# ---- click_classifier ----
### Ports around the boundary, click_classifier

(8 px per µm) Pins as bars across the die edge, other pins in gray.
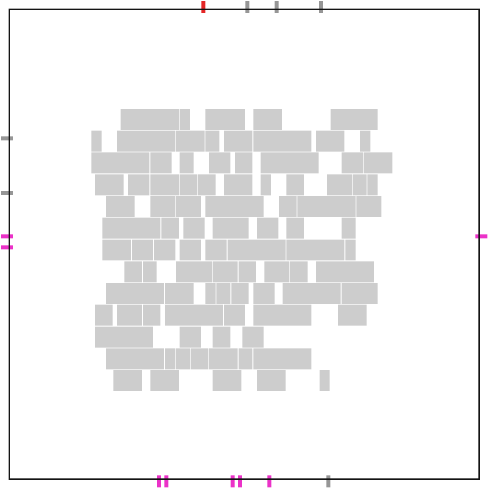

<file path="config.mk">
export PLATFORM = sky130hd
export DESIGN_NAME = click_classifier
export DESIGN_NICKNAME = d
export VERILOG_FILES = /design/src/rtl/click_classifier.sv
export SDC_FILE = /design/constraint.sdc
export NUM_CORES = 1
export LEC_CHECK = 0
export ABC_CLOCK_PERIOD_IN_PS = 3700
export CAP_MARGIN = 10
export CORE_MARGIN = 10
export CORE_UTILIZATION = 52
export DETAILED_ROUTE_END_ITERATION = 10
export PLACE_DENSITY = 0.85
export SLEW_MARGIN = 20
export SYNTH_ARGS = -nofsm -noshare
export SYNTH_HDL_FRONTEND = slang
export SYNTH_SLANG_ARGS = --single-unit
</file>
<file path="constraint.sdc">
create_clock -name clk -period 3.7 [get_ports clk]
set_input_delay 0.555 -clock clk [delete_from_list [all_inputs] [get_ports clk]]
set_output_delay 0.555 -clock clk [all_outputs]
set_load 0.005 [all_outputs]
</file>
<file path="src/rtl/click_classifier.sv">
// Groups debounced press pulses into single/double/triple click gestures.
// Optional macro CLICK_TRIPLE_EN enables the third-click state; without it two clicks classify as double.
module click_classifier #(
    parameter int WINDOW_CYCLES = 20,
    parameter int COUNT_WIDTH   = 8
) (
    input  logic                   clk,
    input  logic                   reset_n,
    input  logic                   clean_pulse,
    output logic                   single_click,
    output logic                   double_click,
    output logic                   triple_click,
    output logic                   busy,
    output logic [COUNT_WIDTH-1:0] click_total
);

    localparam int TW = $clog2(WINDOW_CYCLES + 1);
    // Timer value on the edge that closes the window (E0+WINDOW_CYCLES).
    localparam logic [TW-1:0] TIMER_LAST = TW'(WINDOW_CYCLES - 1);

`ifdef CLICK_TRIPLE_EN
    typedef enum logic [1:0] {IDLE = 2'd0, WAIT1 = 2'd1, WAIT2 = 2'd2} state_t;
`else
    typedef enum logic [1:0] {IDLE = 2'd0, WAIT1 = 2'd1} state_t;
`endif

    state_t                 state_q, state_d;
    logic [TW-1:0]          timer_q, timer_d;
    logic                   single_q, single_d;
    logic                   double_q, double_d;
    logic                   triple_q, triple_d;
    logic                   busy_q, busy_d;
    logic [COUNT_WIDTH-1:0] total_q, total_d;
    logic                   expired_s;

    assign expired_s = (timer_q == TIMER_LAST);

    // Next-state, window timer and classification pulse logic.
    always_comb begin
        state_d  = state_q;
        timer_d  = timer_q;
        single_d = 1'b0;
        double_d = 1'b0;
        triple_d = 1'b0;
        total_d  = total_q;
        case (state_q)
            IDLE: begin
                if (clean_pulse) begin
                    state_d = WAIT1;
                    timer_d = '0;
                end else begin
                    timer_d = '0;
                end
            end
            WAIT1: begin
                if (clean_pulse) begin
`ifdef CLICK_TRIPLE_EN
                    state_d = WAIT2;
                    timer_d = '0;
`else
                    state_d  = IDLE;
                    timer_d  = '0;
                    double_d = 1'b1;
`endif
                end else if (expired_s) begin
                    state_d  = IDLE;
                    timer_d  = '0;
                    single_d = 1'b1;
                end else begin
                    timer_d = timer_q + TW'(1);
                end
            end
`ifdef CLICK_TRIPLE_EN
            WAIT2: begin
                // A third click classifies immediately; no need to wait out the window.
                if (clean_pulse) begin
                    state_d  = IDLE;
                    timer_d  = '0;
                    triple_d = 1'b1;
                end else if (expired_s) begin
                    state_d  = IDLE;
                    timer_d  = '0;
                    double_d = 1'b1;
                end else begin
                    timer_d = timer_q + TW'(1);
                end
            end
`endif
            default: begin
                state_d = IDLE;
                timer_d = '0;
            end
        endcase
        if (single_d || double_d || triple_d) begin
            total_d = total_q + COUNT_WIDTH'(1);
        end else begin
            total_d = total_q;
        end
        busy_d = (state_d != IDLE);
    end

    // State and registered outputs with synchronous active-low reset.
    always_ff @(posedge clk) begin
        if (!reset_n) begin
            state_q  <= IDLE;
            timer_q  <= '0;
            single_q <= 1'b0;
            double_q <= 1'b0;
            triple_q <= 1'b0;
            busy_q   <= 1'b0;
            total_q  <= '0;
        end else begin
            state_q  <= state_d;
            timer_q  <= timer_d;
            single_q <= single_d;
            double_q <= double_d;
            triple_q <= triple_d;
            busy_q   <= busy_d;
            total_q  <= total_d;
        end
    end

    assign single_click = single_q;
    assign double_click = double_q;
    assign triple_click = triple_q;
    assign busy         = busy_q;
    assign click_total  = total_q;

endmodule

</file>
# ---- btn_conditioner ----
## src/rtl/btn_conditioner.sv

```systemverilog
// Four-channel push-button conditioner: 2-FF synchronizer, per-channel debounce FSM,
// registered level / press / release outputs and optional auto-repeat while held.
module btn_conditioner #(
  parameter int unsigned DEB_CYCLES    = 1000000,
  parameter bit          REPEAT_EN     = 1'b1,
  parameter int unsigned REPEAT_DELAY  = 25000000,
  parameter int unsigned REPEAT_PERIOD = 5000000
) (
  input  logic       clk_50MHz,
  input  logic       reset,
  input  logic [3:0] btn_n,
  output logic [3:0] btn_level,
  output logic [3:0] btn_press,
  output logic [3:0] btn_release,
  output logic       any_press
);

  // Counter widths: each counter must be able to hold its parameter value.
  localparam int unsigned DebW   = $clog2(DEB_CYCLES + 1);
  localparam int unsigned RepMax = (REPEAT_DELAY > REPEAT_PERIOD) ? REPEAT_DELAY : REPEAT_PERIOD;
  localparam int unsigned RepW   = $clog2(RepMax + 1);

  localparam logic [DebW-1:0] DebLast       = DebW'(DEB_CYCLES - 1);
  localparam logic [DebW-1:0] DebOne        = DebW'(1);
  localparam logic [RepW-1:0] RepDelayLast  = RepW'(REPEAT_DELAY - 1);
  localparam logic [RepW-1:0] RepPeriodLast = RepW'(REPEAT_PERIOD - 1);
  localparam logic [RepW-1:0] RepOne        = RepW'(1);

  typedef enum logic [1:0] {
    StReleased  = 2'd0,
    StDbPress   = 2'd1,
    StHeld      = 2'd2,
    StDbRelease = 2'd3
  } state_e;

  // ---------------------------------------------------------------------------
  // Synchronizer
  // ---------------------------------------------------------------------------
  logic [3:0] sync1_q, sync1_d;
  logic [3:0] sync2_q, sync2_d;
  logic [3:0] pressed_s;

  // Next-state for the two synchronizer stages.
  always_comb begin
    sync1_d = btn_n;
    sync2_d = sync1_q;
  end

  // Synchronizer flops; reset to the released (high) level.
  always_ff @(posedge clk_50MHz) begin
    if (!reset) begin
      sync1_q <= 4'hF;
      sync2_q <= 4'hF;
    end else begin
      sync1_q <= sync1_d;
      sync2_q <= sync2_d;
    end
  end

  assign pressed_s = ~sync2_q;

  // ---------------------------------------------------------------------------
  // Per-channel debounce / repeat FSMs
  // ---------------------------------------------------------------------------
  logic [3:0] level_vec_q;
  logic [3:0] press_vec_q;
  logic [3:0] press_vec_d;
  logic [3:0] release_vec_q;

  for (genvar g = 0; g < 4; g++) begin : g_chan
    state_e          state_q, state_d;
    logic [DebW-1:0] deb_cnt_q, deb_cnt_d;
    logic [RepW-1:0] rep_cnt_q, rep_cnt_d;
    // Set once the first (REPEAT_DELAY) repeat has fired; later ones use REPEAT_PERIOD.
    logic            rep_phase_q, rep_phase_d;
    logic            level_q, level_d;
    logic            press_q, press_d;
    logic            release_q, release_d;
    logic [RepW-1:0] rep_last;

    assign rep_last = rep_phase_q ? RepPeriodLast : RepDelayLast;

    // Channel next-state: debounce both edges, emit one-cycle press/release pulses.
    always_comb begin
      state_d     = state_q;
      deb_cnt_d   = deb_cnt_q;
      rep_cnt_d   = rep_cnt_q;
      rep_phase_d = rep_phase_q;
      level_d     = level_q;
      press_d     = 1'b0;
      release_d   = 1'b0;
      unique case (state_q)
        StReleased: begin
          if (pressed_s[g]) begin
            state_d   = StDbPress;
            deb_cnt_d = DebOne;
          end else begin
            deb_cnt_d = '0;
          end
        end
        StDbPress: begin
          if (!pressed_s[g]) begin
            // Glitch shorter than the debounce window: drop it silently.
            state_d   = StReleased;
            deb_cnt_d = '0;
          end else if (deb_cnt_q == DebLast) begin
            state_d     = StHeld;
            deb_cnt_d   = '0;
            rep_cnt_d   = '0;
            rep_phase_d = 1'b0;
            level_d     = 1'b1;
            press_d     = 1'b1;
          end else begin
            deb_cnt_d = deb_cnt_q + DebOne;
          end
        end
        StHeld: begin
          if (!pressed_s[g]) begin
            // Repeat counter is frozen while the release is being qualified.
            state_d   = StDbRelease;
            deb_cnt_d = DebOne;
          end else if (REPEAT_EN) begin
            if (rep_cnt_q == rep_last) begin
              press_d     = 1'b1;
              rep_cnt_d   = '0;
              rep_phase_d = 1'b1;
            end else begin
              rep_cnt_d = rep_cnt_q + RepOne;
            end
          end
        end
        StDbRelease: begin
          if (pressed_s[g]) begin
            // Release bounce: back to HELD, level never dropped, repeat resumes.
            state_d   = StHeld;
            deb_cnt_d = '0;
          end else if (deb_cnt_q == DebLast) begin
            state_d   = StReleased;
            deb_cnt_d = '0;
            level_d   = 1'b0;
            release_d = 1'b1;
          end else begin
            deb_cnt_d = deb_cnt_q + DebOne;
          end
        end
        default: begin
          state_d   = StReleased;
          deb_cnt_d = '0;
        end
      endcase
    end

    // Channel state and registered outputs; reset aborts with no release pulse.
    always_ff @(posedge clk_50MHz) begin
      if (!reset) begin
        state_q     <= StReleased;
        deb_cnt_q   <= '0;
        rep_cnt_q   <= '0;
        rep_phase_q <= 1'b0;
        level_q     <= 1'b0;
        press_q     <= 1'b0;
        release_q   <= 1'b0;
      end else begin
        state_q     <= state_d;
        deb_cnt_q   <= deb_cnt_d;
        rep_cnt_q   <= rep_cnt_d;
        rep_phase_q <= rep_phase_d;
        level_q     <= level_d;
        press_q     <= press_d;
        release_q   <= release_d;
      end
    end

    assign level_vec_q[g]   = level_q;
    assign press_vec_q[g]   = press_q;
    assign press_vec_d[g]   = press_d;
    assign release_vec_q[g] = release_q;
  end

  // ---------------------------------------------------------------------------
  // Aggregate press flag, registered alongside btn_press so both align.
  // ---------------------------------------------------------------------------
  logic any_press_q, any_press_d;

  // OR of next-cycle press pulses.
  always_comb begin
    any_press_d = |press_vec_d;
  end

  // any_press register.
  always_ff @(posedge clk_50MHz) begin
    if (!reset) begin
      any_press_q <= 1'b0;
    end else begin
      any_press_q <= any_press_d;
    end
  end

  assign btn_level   = level_vec_q;
  assign btn_press   = press_vec_q;
  assign btn_release = release_vec_q;
  assign any_press   = any_press_q;

endmodule

```

## config.mk

```make
export PLATFORM = sky130hd
export DESIGN_NAME = btn_conditioner
export DESIGN_NICKNAME = d
export VERILOG_FILES = /design/src/rtl/btn_conditioner.sv
export SDC_FILE = /design/constraint.sdc
export NUM_CORES = 1
export LEC_CHECK = 0
export ABC_AREA = 1
export CAP_MARGIN = 10
export CORE_AREA = 10 10 210 212
export DETAILED_ROUTE_END_ITERATION = 8
export DIE_AREA = 0 0 220 222
export GPL_TIMING_DRIVEN = 0
export PLACE_DENSITY = 0.54
export SYNTH_ARGS = -nofsm -noshare
export SYNTH_HDL_FRONTEND = slang
export SYNTH_SLANG_ARGS = --single-unit
```

## constraint.sdc

```tcl
create_clock -name clk_50MHz -period 2.25 [get_ports clk_50MHz]
set_input_delay 0.225 -clock clk_50MHz [delete_from_list [all_inputs] [get_ports clk_50MHz]]
set_output_delay 0.225 -clock clk_50MHz [all_outputs]
set_load 0.01 [all_outputs]
```

# ---- uart_tx_arbiter_flat ----
$ cat config.mk
export PLATFORM = sky130hd
export DESIGN_NAME = uart_tx_arbiter_flat
export DESIGN_NICKNAME = d
export VERILOG_FILES = /design/src/rtl/uart_tx_arbiter_pkg.sv /design/src/rtl/uart_tx_arbiter_if.sv /design/src/rtl/uart_tx_arbiter_rr_arbiter.sv /design/src/rtl/uart_tx_arbiter.sv /design/src/flat_wrapper.sv
export SDC_FILE = /design/constraint.sdc
export NUM_CORES = 1
export LEC_CHECK = 0
export CAP_MARGIN = 15
export CORE_AREA = 5 5 69 71
export DETAILED_ROUTE_END_ITERATION = 16
export DIE_AREA = 0 0 74 76
export MAX_ROUTING_LAYER = met4
export PLACE_DENSITY = 0.87
export SYNTH_ARGS = -nofsm -noshare
export SYNTH_HDL_FRONTEND = slang
export SYNTH_HIERARCHICAL = 1
export SYNTH_SLANG_ARGS = --single-unit
$ cat constraint.sdc
create_clock -name clk -period 4.42 [get_ports clk]
set_input_delay 0.442 -clock clk [delete_from_list [all_inputs] [get_ports clk]]
set_output_delay 0.442 -clock clk [all_outputs]
set_load 0.01 [all_outputs]
$ cat src/rtl/uart_tx_arbiter_pkg.sv
// Shared types and constants for the UART transmit arbiter.
// This package holds the FSM state encoding and the default byte width.
package uart_tx_arbiter_pkg;

  typedef enum logic [1:0] {
    IDLE    = 2'd0,
    LAUNCH  = 2'd1,
    WAIT_HI = 2'd2,
    WAIT_LO = 2'd3
  } tx_state_e;

  localparam int DEFAULT_DATA_WIDTH = 8;

endpackage

$ cat src/rtl/uart_tx_arbiter_if.sv
// Requester byte streams plus the UART enable/busy handshake.
// The arbiter connects through the slave modport; clients and the UART connect through master.
interface uart_tx_arbiter_if
  import uart_tx_arbiter_pkg::*;
#(
  parameter int NUM_REQ    = 4,
  parameter int DATA_WIDTH = DEFAULT_DATA_WIDTH
);
  logic [NUM_REQ-1:0]            req_valid;
  logic [NUM_REQ*DATA_WIDTH-1:0] req_data;
  logic [NUM_REQ-1:0]            req_last;
  logic [NUM_REQ-1:0]            req_ready;
  logic                          uart_enable;
  logic [DATA_WIDTH-1:0]         uart_data;
  logic                          uart_busy;

  modport master (
    output req_valid, req_data, req_last, uart_busy,
    input  req_ready, uart_enable, uart_data
  );

  modport slave (
    input  req_valid, req_data, req_last, uart_busy,
    output req_ready, uart_enable, uart_data
  );
endinterface

$ cat src/rtl/uart_tx_arbiter_rr_arbiter.sv
// Combinational rotate-priority encoder: lowest valid index at or after ptr wins,
// unless a packet is locked, in which case only the locked requester may be granted.
module rr_arbiter
  import uart_tx_arbiter_pkg::*;
#(
  parameter  int NUM_REQ = 4,
  localparam int IDX_W   = $clog2(NUM_REQ)
) (
  input  logic [NUM_REQ-1:0] req_i,
  input  logic [IDX_W-1:0]   ptr_i,
  input  logic               lock_i,
  input  logic [IDX_W-1:0]   grant_id_i,
  output logic [NUM_REQ-1:0] grant_o,
  output logic [IDX_W-1:0]   idx_o,
  output logic               any_o
);

  logic [IDX_W-1:0] cand;

  always_comb begin
    grant_o = '0;
    idx_o   = '0;
    any_o   = 1'b0;
    cand    = '0;
    if (lock_i) begin
      if (req_i[grant_id_i]) begin
        grant_o[grant_id_i] = 1'b1;
        idx_o               = grant_id_i;
        any_o               = 1'b1;
      end
    end else begin
      // Walk from farthest to nearest so the nearest valid requester is the final winner.
      for (int k = NUM_REQ - 1; k >= 0; k--) begin
        cand = IDX_W'((int'(ptr_i) + k) % NUM_REQ);
        if (req_i[cand]) begin
          grant_o       = '0;
          grant_o[cand] = 1'b1;
          idx_o         = cand;
          any_o         = 1'b1;
        end
      end
    end
  end

endmodule

$ cat src/rtl/uart_tx_arbiter.sv
// Round-robin sharing of one UART transmitter among NUM_REQ byte-stream requesters.
// A grant is held for a whole packet; the byte is held on uart_data until the frame ends.
module uart_tx_arbiter
  import uart_tx_arbiter_pkg::*;
#(
  parameter  int NUM_REQ      = 4,
  parameter  int DATA_WIDTH   = DEFAULT_DATA_WIDTH,
  parameter  int BUSY_TIMEOUT = 4,
  localparam int IDX_W        = $clog2(NUM_REQ),
  localparam int CNT_W        = $clog2(BUSY_TIMEOUT + 1)
) (
  input  logic               clk,
  input  logic               reset,
  uart_tx_arbiter_if.slave   bus,
  output logic [IDX_W-1:0]   grant_id,
  output logic               grant_lock,
  output logic               timeout_err
);

  tx_state_e             state_q, state_d;
  logic [DATA_WIDTH-1:0] data_q, data_d;
  logic [IDX_W-1:0]      gid_q, gid_d;
  logic [IDX_W-1:0]      ptr_q, ptr_d;
  logic                  lock_q, lock_d;
  logic [CNT_W-1:0]      cnt_q, cnt_d;

  logic [NUM_REQ-1:0]    arb_grant;
  logic [IDX_W-1:0]      arb_idx;
  logic                  arb_any;
  logic [IDX_W-1:0]      ptr_after_gid;

  rr_arbiter #(.NUM_REQ(NUM_REQ)) u_rr (
    .req_i      (bus.req_valid),
    .ptr_i      (ptr_q),
    .lock_i     (lock_q),
    .grant_id_i (gid_q),
    .grant_o    (arb_grant),
    .idx_o      (arb_idx),
    .any_o      (arb_any)
  );

  assign ptr_after_gid = (gid_q == IDX_W'(NUM_REQ - 1)) ? '0 : gid_q + IDX_W'(1);

  always_comb begin
    state_d         = state_q;
    data_d          = data_q;
    gid_d           = gid_q;
    ptr_d           = ptr_q;
    lock_d          = lock_q;
    cnt_d           = cnt_q;
    bus.req_ready   = '0;
    bus.uart_enable = 1'b0;
    timeout_err     = 1'b0;
    unique case (state_q)
      IDLE: begin
        if (!bus.uart_busy && !reset) begin
          bus.req_ready = arb_grant;
          if (arb_any) begin
            data_d  = bus.req_data[int'(arb_idx)*DATA_WIDTH +: DATA_WIDTH];
            gid_d   = arb_idx;
            lock_d  = ~bus.req_last[arb_idx];
            state_d = LAUNCH;
          end
        end
      end
      LAUNCH: begin
        // Gated so a stray busy level or a reset cycle can never start a second frame.
        bus.uart_enable = !bus.uart_busy && !reset;
        cnt_d           = '0;
        state_d         = WAIT_HI;
      end
      WAIT_HI: begin
        if (bus.uart_busy) begin
          state_d = WAIT_LO;
        end else if (cnt_q == CNT_W'(BUSY_TIMEOUT)) begin
          timeout_err = !reset;
          lock_d      = 1'b0;
          ptr_d       = ptr_after_gid;
          state_d     = IDLE;
        end else begin
          cnt_d = cnt_q + CNT_W'(1);
        end
      end
      WAIT_LO: begin
        if (!bus.uart_busy) begin
          state_d = IDLE;
          if (!lock_q) ptr_d = ptr_after_gid;
        end
      end
      default: state_d = IDLE;
    endcase
  end

  always_ff @(posedge clk) begin
    if (reset) begin
      state_q <= IDLE;
      data_q  <= '0;
      gid_q   <= '0;
      ptr_q   <= '0;
      lock_q  <= 1'b0;
      cnt_q   <= '0;
    end else begin
      state_q <= state_d;
      data_q  <= data_d;
      gid_q   <= gid_d;
      ptr_q   <= ptr_d;
      lock_q  <= lock_d;
      cnt_q   <= cnt_d;
    end
  end

  assign bus.uart_data = data_q;
  assign grant_id      = gid_q;
  assign grant_lock    = lock_q;

endmodule
$ cat src/flat_wrapper.sv
// flat-port wrapper written by rule: the top's interface ports become plain ports
module uart_tx_arbiter_flat import uart_tx_arbiter_pkg::*;
#(
  parameter  int NUM_REQ      = 4,
  parameter  int DATA_WIDTH   = DEFAULT_DATA_WIDTH,
  parameter  int BUSY_TIMEOUT = 4,
  localparam int IDX_W        = $clog2(NUM_REQ),
  localparam int CNT_W        = $clog2(BUSY_TIMEOUT + 1)
)
  (clk, reset, grant_id, grant_lock, timeout_err, bus_req_valid, bus_req_data, bus_req_last, bus_uart_busy, bus_req_ready, bus_uart_enable, bus_uart_data);
  uart_tx_arbiter_if #(.NUM_REQ(NUM_REQ), .DATA_WIDTH(DATA_WIDTH)) bus_i ();
  input  logic clk;
  input  logic reset;
  output logic [IDX_W-1:0] grant_id;
  output logic grant_lock;
  output logic timeout_err;
  input wire logic [$bits(bus_i.req_valid)-1:0] bus_req_valid;
  input wire logic [$bits(bus_i.req_data)-1:0] bus_req_data;
  input wire logic [$bits(bus_i.req_last)-1:0] bus_req_last;
  input wire logic [$bits(bus_i.uart_busy)-1:0] bus_uart_busy;
  output wire logic [$bits(bus_i.req_ready)-1:0] bus_req_ready;
  output wire logic [$bits(bus_i.uart_enable)-1:0] bus_uart_enable;
  output wire logic [$bits(bus_i.uart_data)-1:0] bus_uart_data;
  assign bus_i.req_valid = bus_req_valid;
  assign bus_i.req_data = bus_req_data;
  assign bus_i.req_last = bus_req_last;
  assign bus_i.uart_busy = bus_uart_busy;
  assign bus_req_ready = bus_i.req_ready;
  assign bus_uart_enable = bus_i.uart_enable;
  assign bus_uart_data = bus_i.uart_data;
  uart_tx_arbiter #(.NUM_REQ(NUM_REQ), .DATA_WIDTH(DATA_WIDTH), .BUSY_TIMEOUT(BUSY_TIMEOUT)) u_core (.clk(clk), .reset(reset), .bus(bus_i), .grant_id(grant_id), .grant_lock(grant_lock), .timeout_err(timeout_err));
endmodule
### Port wiring, click_classifier

(4 px per µm)
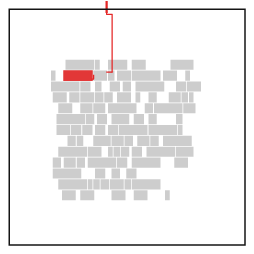
- red: `busy` (bits 1; direction output; edge north; end cells 1; buffers 1; wire 19.4 µm)

## Picture notes: 'Ports around the boundary' of click_classifier
- red: `busy` (pins 1; direction output; edge north)
- magenta: `click_total` (pins 8; direction output; edge 5 south, 2 west, 1 east)
- all pins by edge: 6 south, 4 north, 4 west, 1 east

==> qor.yml, click_classifier <==
floorplan:
  die-height_um: 58.6
  nWellTaps: 15
worst_setup_path:
  r2r-end: "click_total[7]"
  worstRegToRegCells: 5
grt:
  groute.layer.met2.usage_pct: 15.8
  grt_pass1_vias: 570
logic_synthesis:
  syn_inst: 77
  ys_ff: 18
  post_synth_xor_area_fraction_pct: 5.66
  synthTopCellsByCount: "18 x sky130_fd_sc_hd__dfxtp_1, 5 x sky130_fd_sc_hd__xnor2_1, 4 x sky130_fd_sc_hd__nor2_2, 4 x sky130_fd_sc_hd__o21ai_0"
  ys_seq_share_pct: 46.6
status:
  status: "completed"
cells_and_area:
  fillerInstances: 107
  logic_area_um2: 394
timing:
  setup_ws_ps: 1780
  final_period_minus_worst_setup_slack_ps: 1920
placed_design:
  place.detailed.hpwl_um: 1070
  port_buffers: 13
power_and_ir_drop:
  leakagePower_nw: 0.339
  power-top-group: "sequential cells"
flow_run:
  openroad.warnings: 26
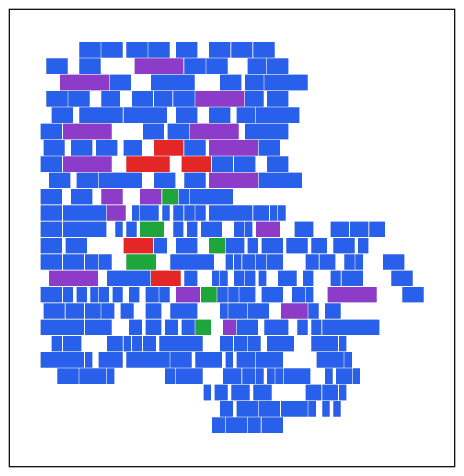
*Cell sizes after repair, uart_tx_arbiter_flat*
(6 px per µm)
- purple: _2 cells (cells 17; share 7.0%; most used mux4_2)
- green: _3 and _4 cells (cells 6; share 2.5%; most used buf_4)
- red: _6 and larger (cells 5; share 2.0%; most used clkbuf_8)
- blue: _0 and _1 cells (cells 216; share 89%; most used clkdlybuf4s50_1)

### Ports around the boundary, uart_tx_arbiter_flat

(6 px per µm) Pins as bars across the die edge, other pins in gray.
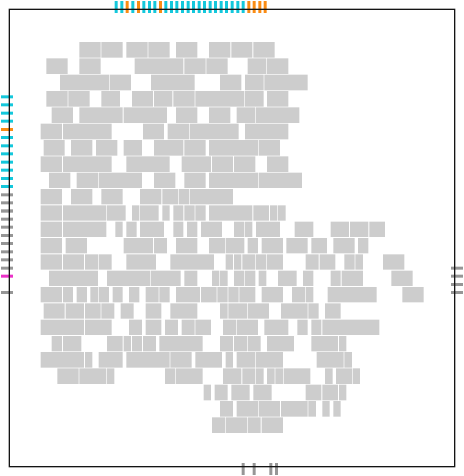
- cyan: `bus_req_data` (pins 32; direction input; edge 21 north, 11 west)
- orange: `bus_uart_data` (pins 8; direction output; edge 7 north, 1 west)
- magenta: `grant_lock` (pins 1; direction output; edge west)

==> qor.yml, uart_tx_arbiter_flat <==
floorplan:
  floorplan.core_area_mm2: 0.00417
  die-height_um: 76
drt:
  viasPerCell: 5.77
  met3_wirelength_um: 239
  met2_routed_wl_um: 2380
worst_setup_path:
  ff2ff_setup_slack_ps: 1200
  r2r-end: "u_core/bus.uart_data[7]"
  startpoint: "u_core/ptr_q[1]"
  worstPathCellList: "buf_4 -> inv_1 -> ha_1 -> nor2b_1 -> a21oi_1 -> a2111o_1 -> o221ai_1 -> and2_1 -> clkdlybuf4s50_1"
  critical-path-slowest-cell: "sky130_fd_sc_hd__clkdlybuf4s50_1"
  critical-path-top-delay-family: "buffers and inverters"
cells_and_area:
  nonClockInverterCount: 12
  num_antenna_cells: 0
  regArea_um2: 360
  layout_top_cell_excl_fill_tap: "sky130_fd_sc_hd__clkdlybuf4s50_1"
cts:
  cts.sinks: 18
  worst_skew_pair.late_latency_ps: 250
logic_synthesis:
  synth_area_leader_cell: "sky130_fd_sc_hd__dfxtp_1"
  ys_cells: 192
  synthAoiAreaFrac_pct: 20.8
  dominant_cells_by_area_after_synthesis: "sky130_fd_sc_hd__dfxtp_1 21%, sky130_fd_sc_hd__mux4_2 13%, sky130_fd_sc_hd__ha_1 7.9%, sky130_fd_sc_hd__a21oi_1 3.7%, sky130_fd_sc_hd__a22o_1 3.5%"
timing:
  achievable-frequency_mhz: 290
  worst_hold_slack_ps: 488
  grt_setup_unrepaired: "no"
power_and_ir_drop:
  leakagePower_nw: 0.825
status:
  status: "completed"
grt:
  groute.layer.met1.usage_pct: 20.8
### Placement view, btn_conditioner

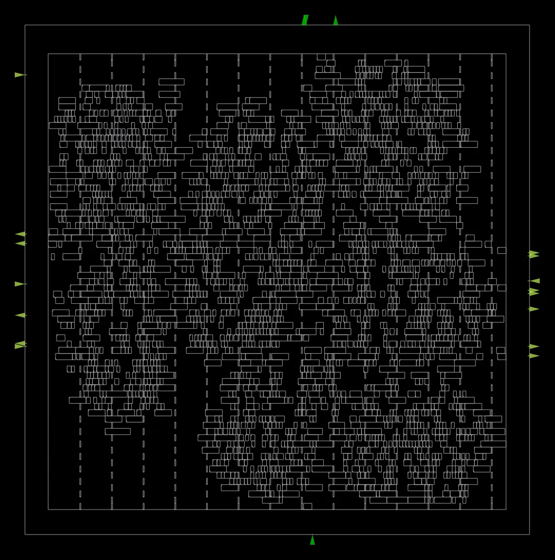
filler-free cell count of the finished design: 2824
layout filler cell count: 4310
core footprint: 0.0396 mm²

### Cell sizes after repair, btn_conditioner

(2 px per µm)
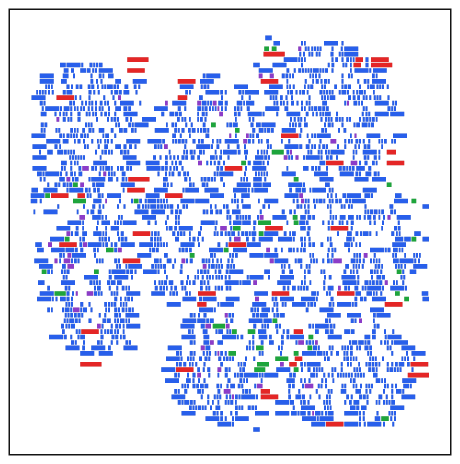
- red: _6 and larger (cells 43; share 1.9%; most used clkbuf_16)
- blue: _0 and _1 cells (cells 2140; share 93%; most used nand2_1)
- green: _3 and _4 cells (cells 43; share 1.9%; most used buf_4)
- purple: _2 cells (cells 73; share 3.2%; most used or2_2)
area of all placed cells without fillers: 0.0157 mm²
layout-stage area growth over the synthesis result: 13.7%
layout buffer count excluding clock buffers: 92
worst path setup slack after routing: 158 ps

==> qor.yml, btn_conditioner <==
grt:
  initial_antenna_violation_count: 1
  grt.total_usage_pct: 15.9
logic_synthesis:
  synth.most_common_cell: "sky130_fd_sc_hd__nand2_1"
  synth-edff-count: 0
  synth.logic.top_family: "simple AND/OR/NAND/NOR gates"
  synth_simple_gate_area_share_pct: 42.8
  top_cell_area_share_pct: 31.0
status:
  status: "completed"
timing:
  final_period_minus_worst_setup_slack_ps: 2090
cts:
  cts_inserted_buffers: 27
drt:
  routedWlPerCell_um: 14.1
  drt_iter0_drc: 931
  met2_routed_wl_um: 17500
power_and_ir_drop:
  power_report.internal_total_w: 0.00728
placed_design:
  place_worst_setup_slack_ps: -94.7
  place_inst: 2770
worst_setup_path:
  critical-path-slowest-cell: "sky130_fd_sc_hd__dfxtp_1"
floorplan:
  die-width_um: 220


==> notes/layouts.md <==
Pictures saved along the way, in no particular order.

Metal layers overlaid.
panel A
(8 px per µm) Two of the layers only.
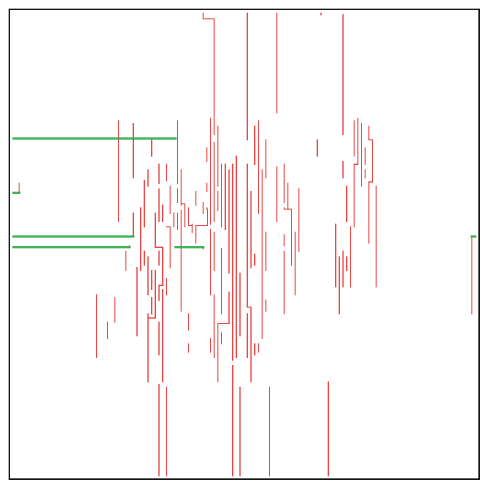
panel B
(6 px per µm) Two of the layers only.
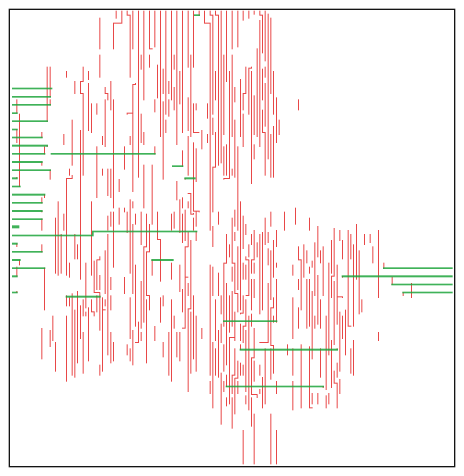
panel C
(2 px per µm) Two of the layers only.
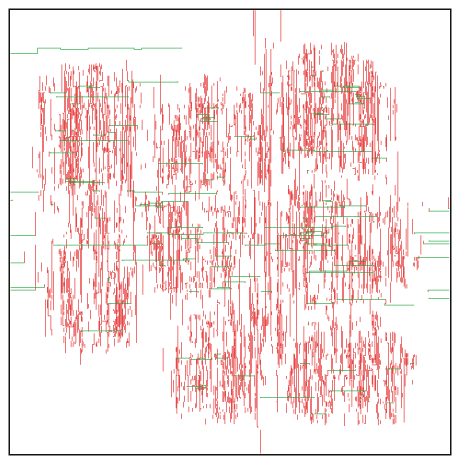
Panel B comes from uart_tx_arbiter_flat.
Panel A comes from click_classifier.
Panel C comes from btn_conditioner.

Key to panel C:
- red: metal 2 (wire length 17500 µm)
- green: metal 3 (wire length 1590 µm)

Power is estimated from default activity; no workload was simulated.
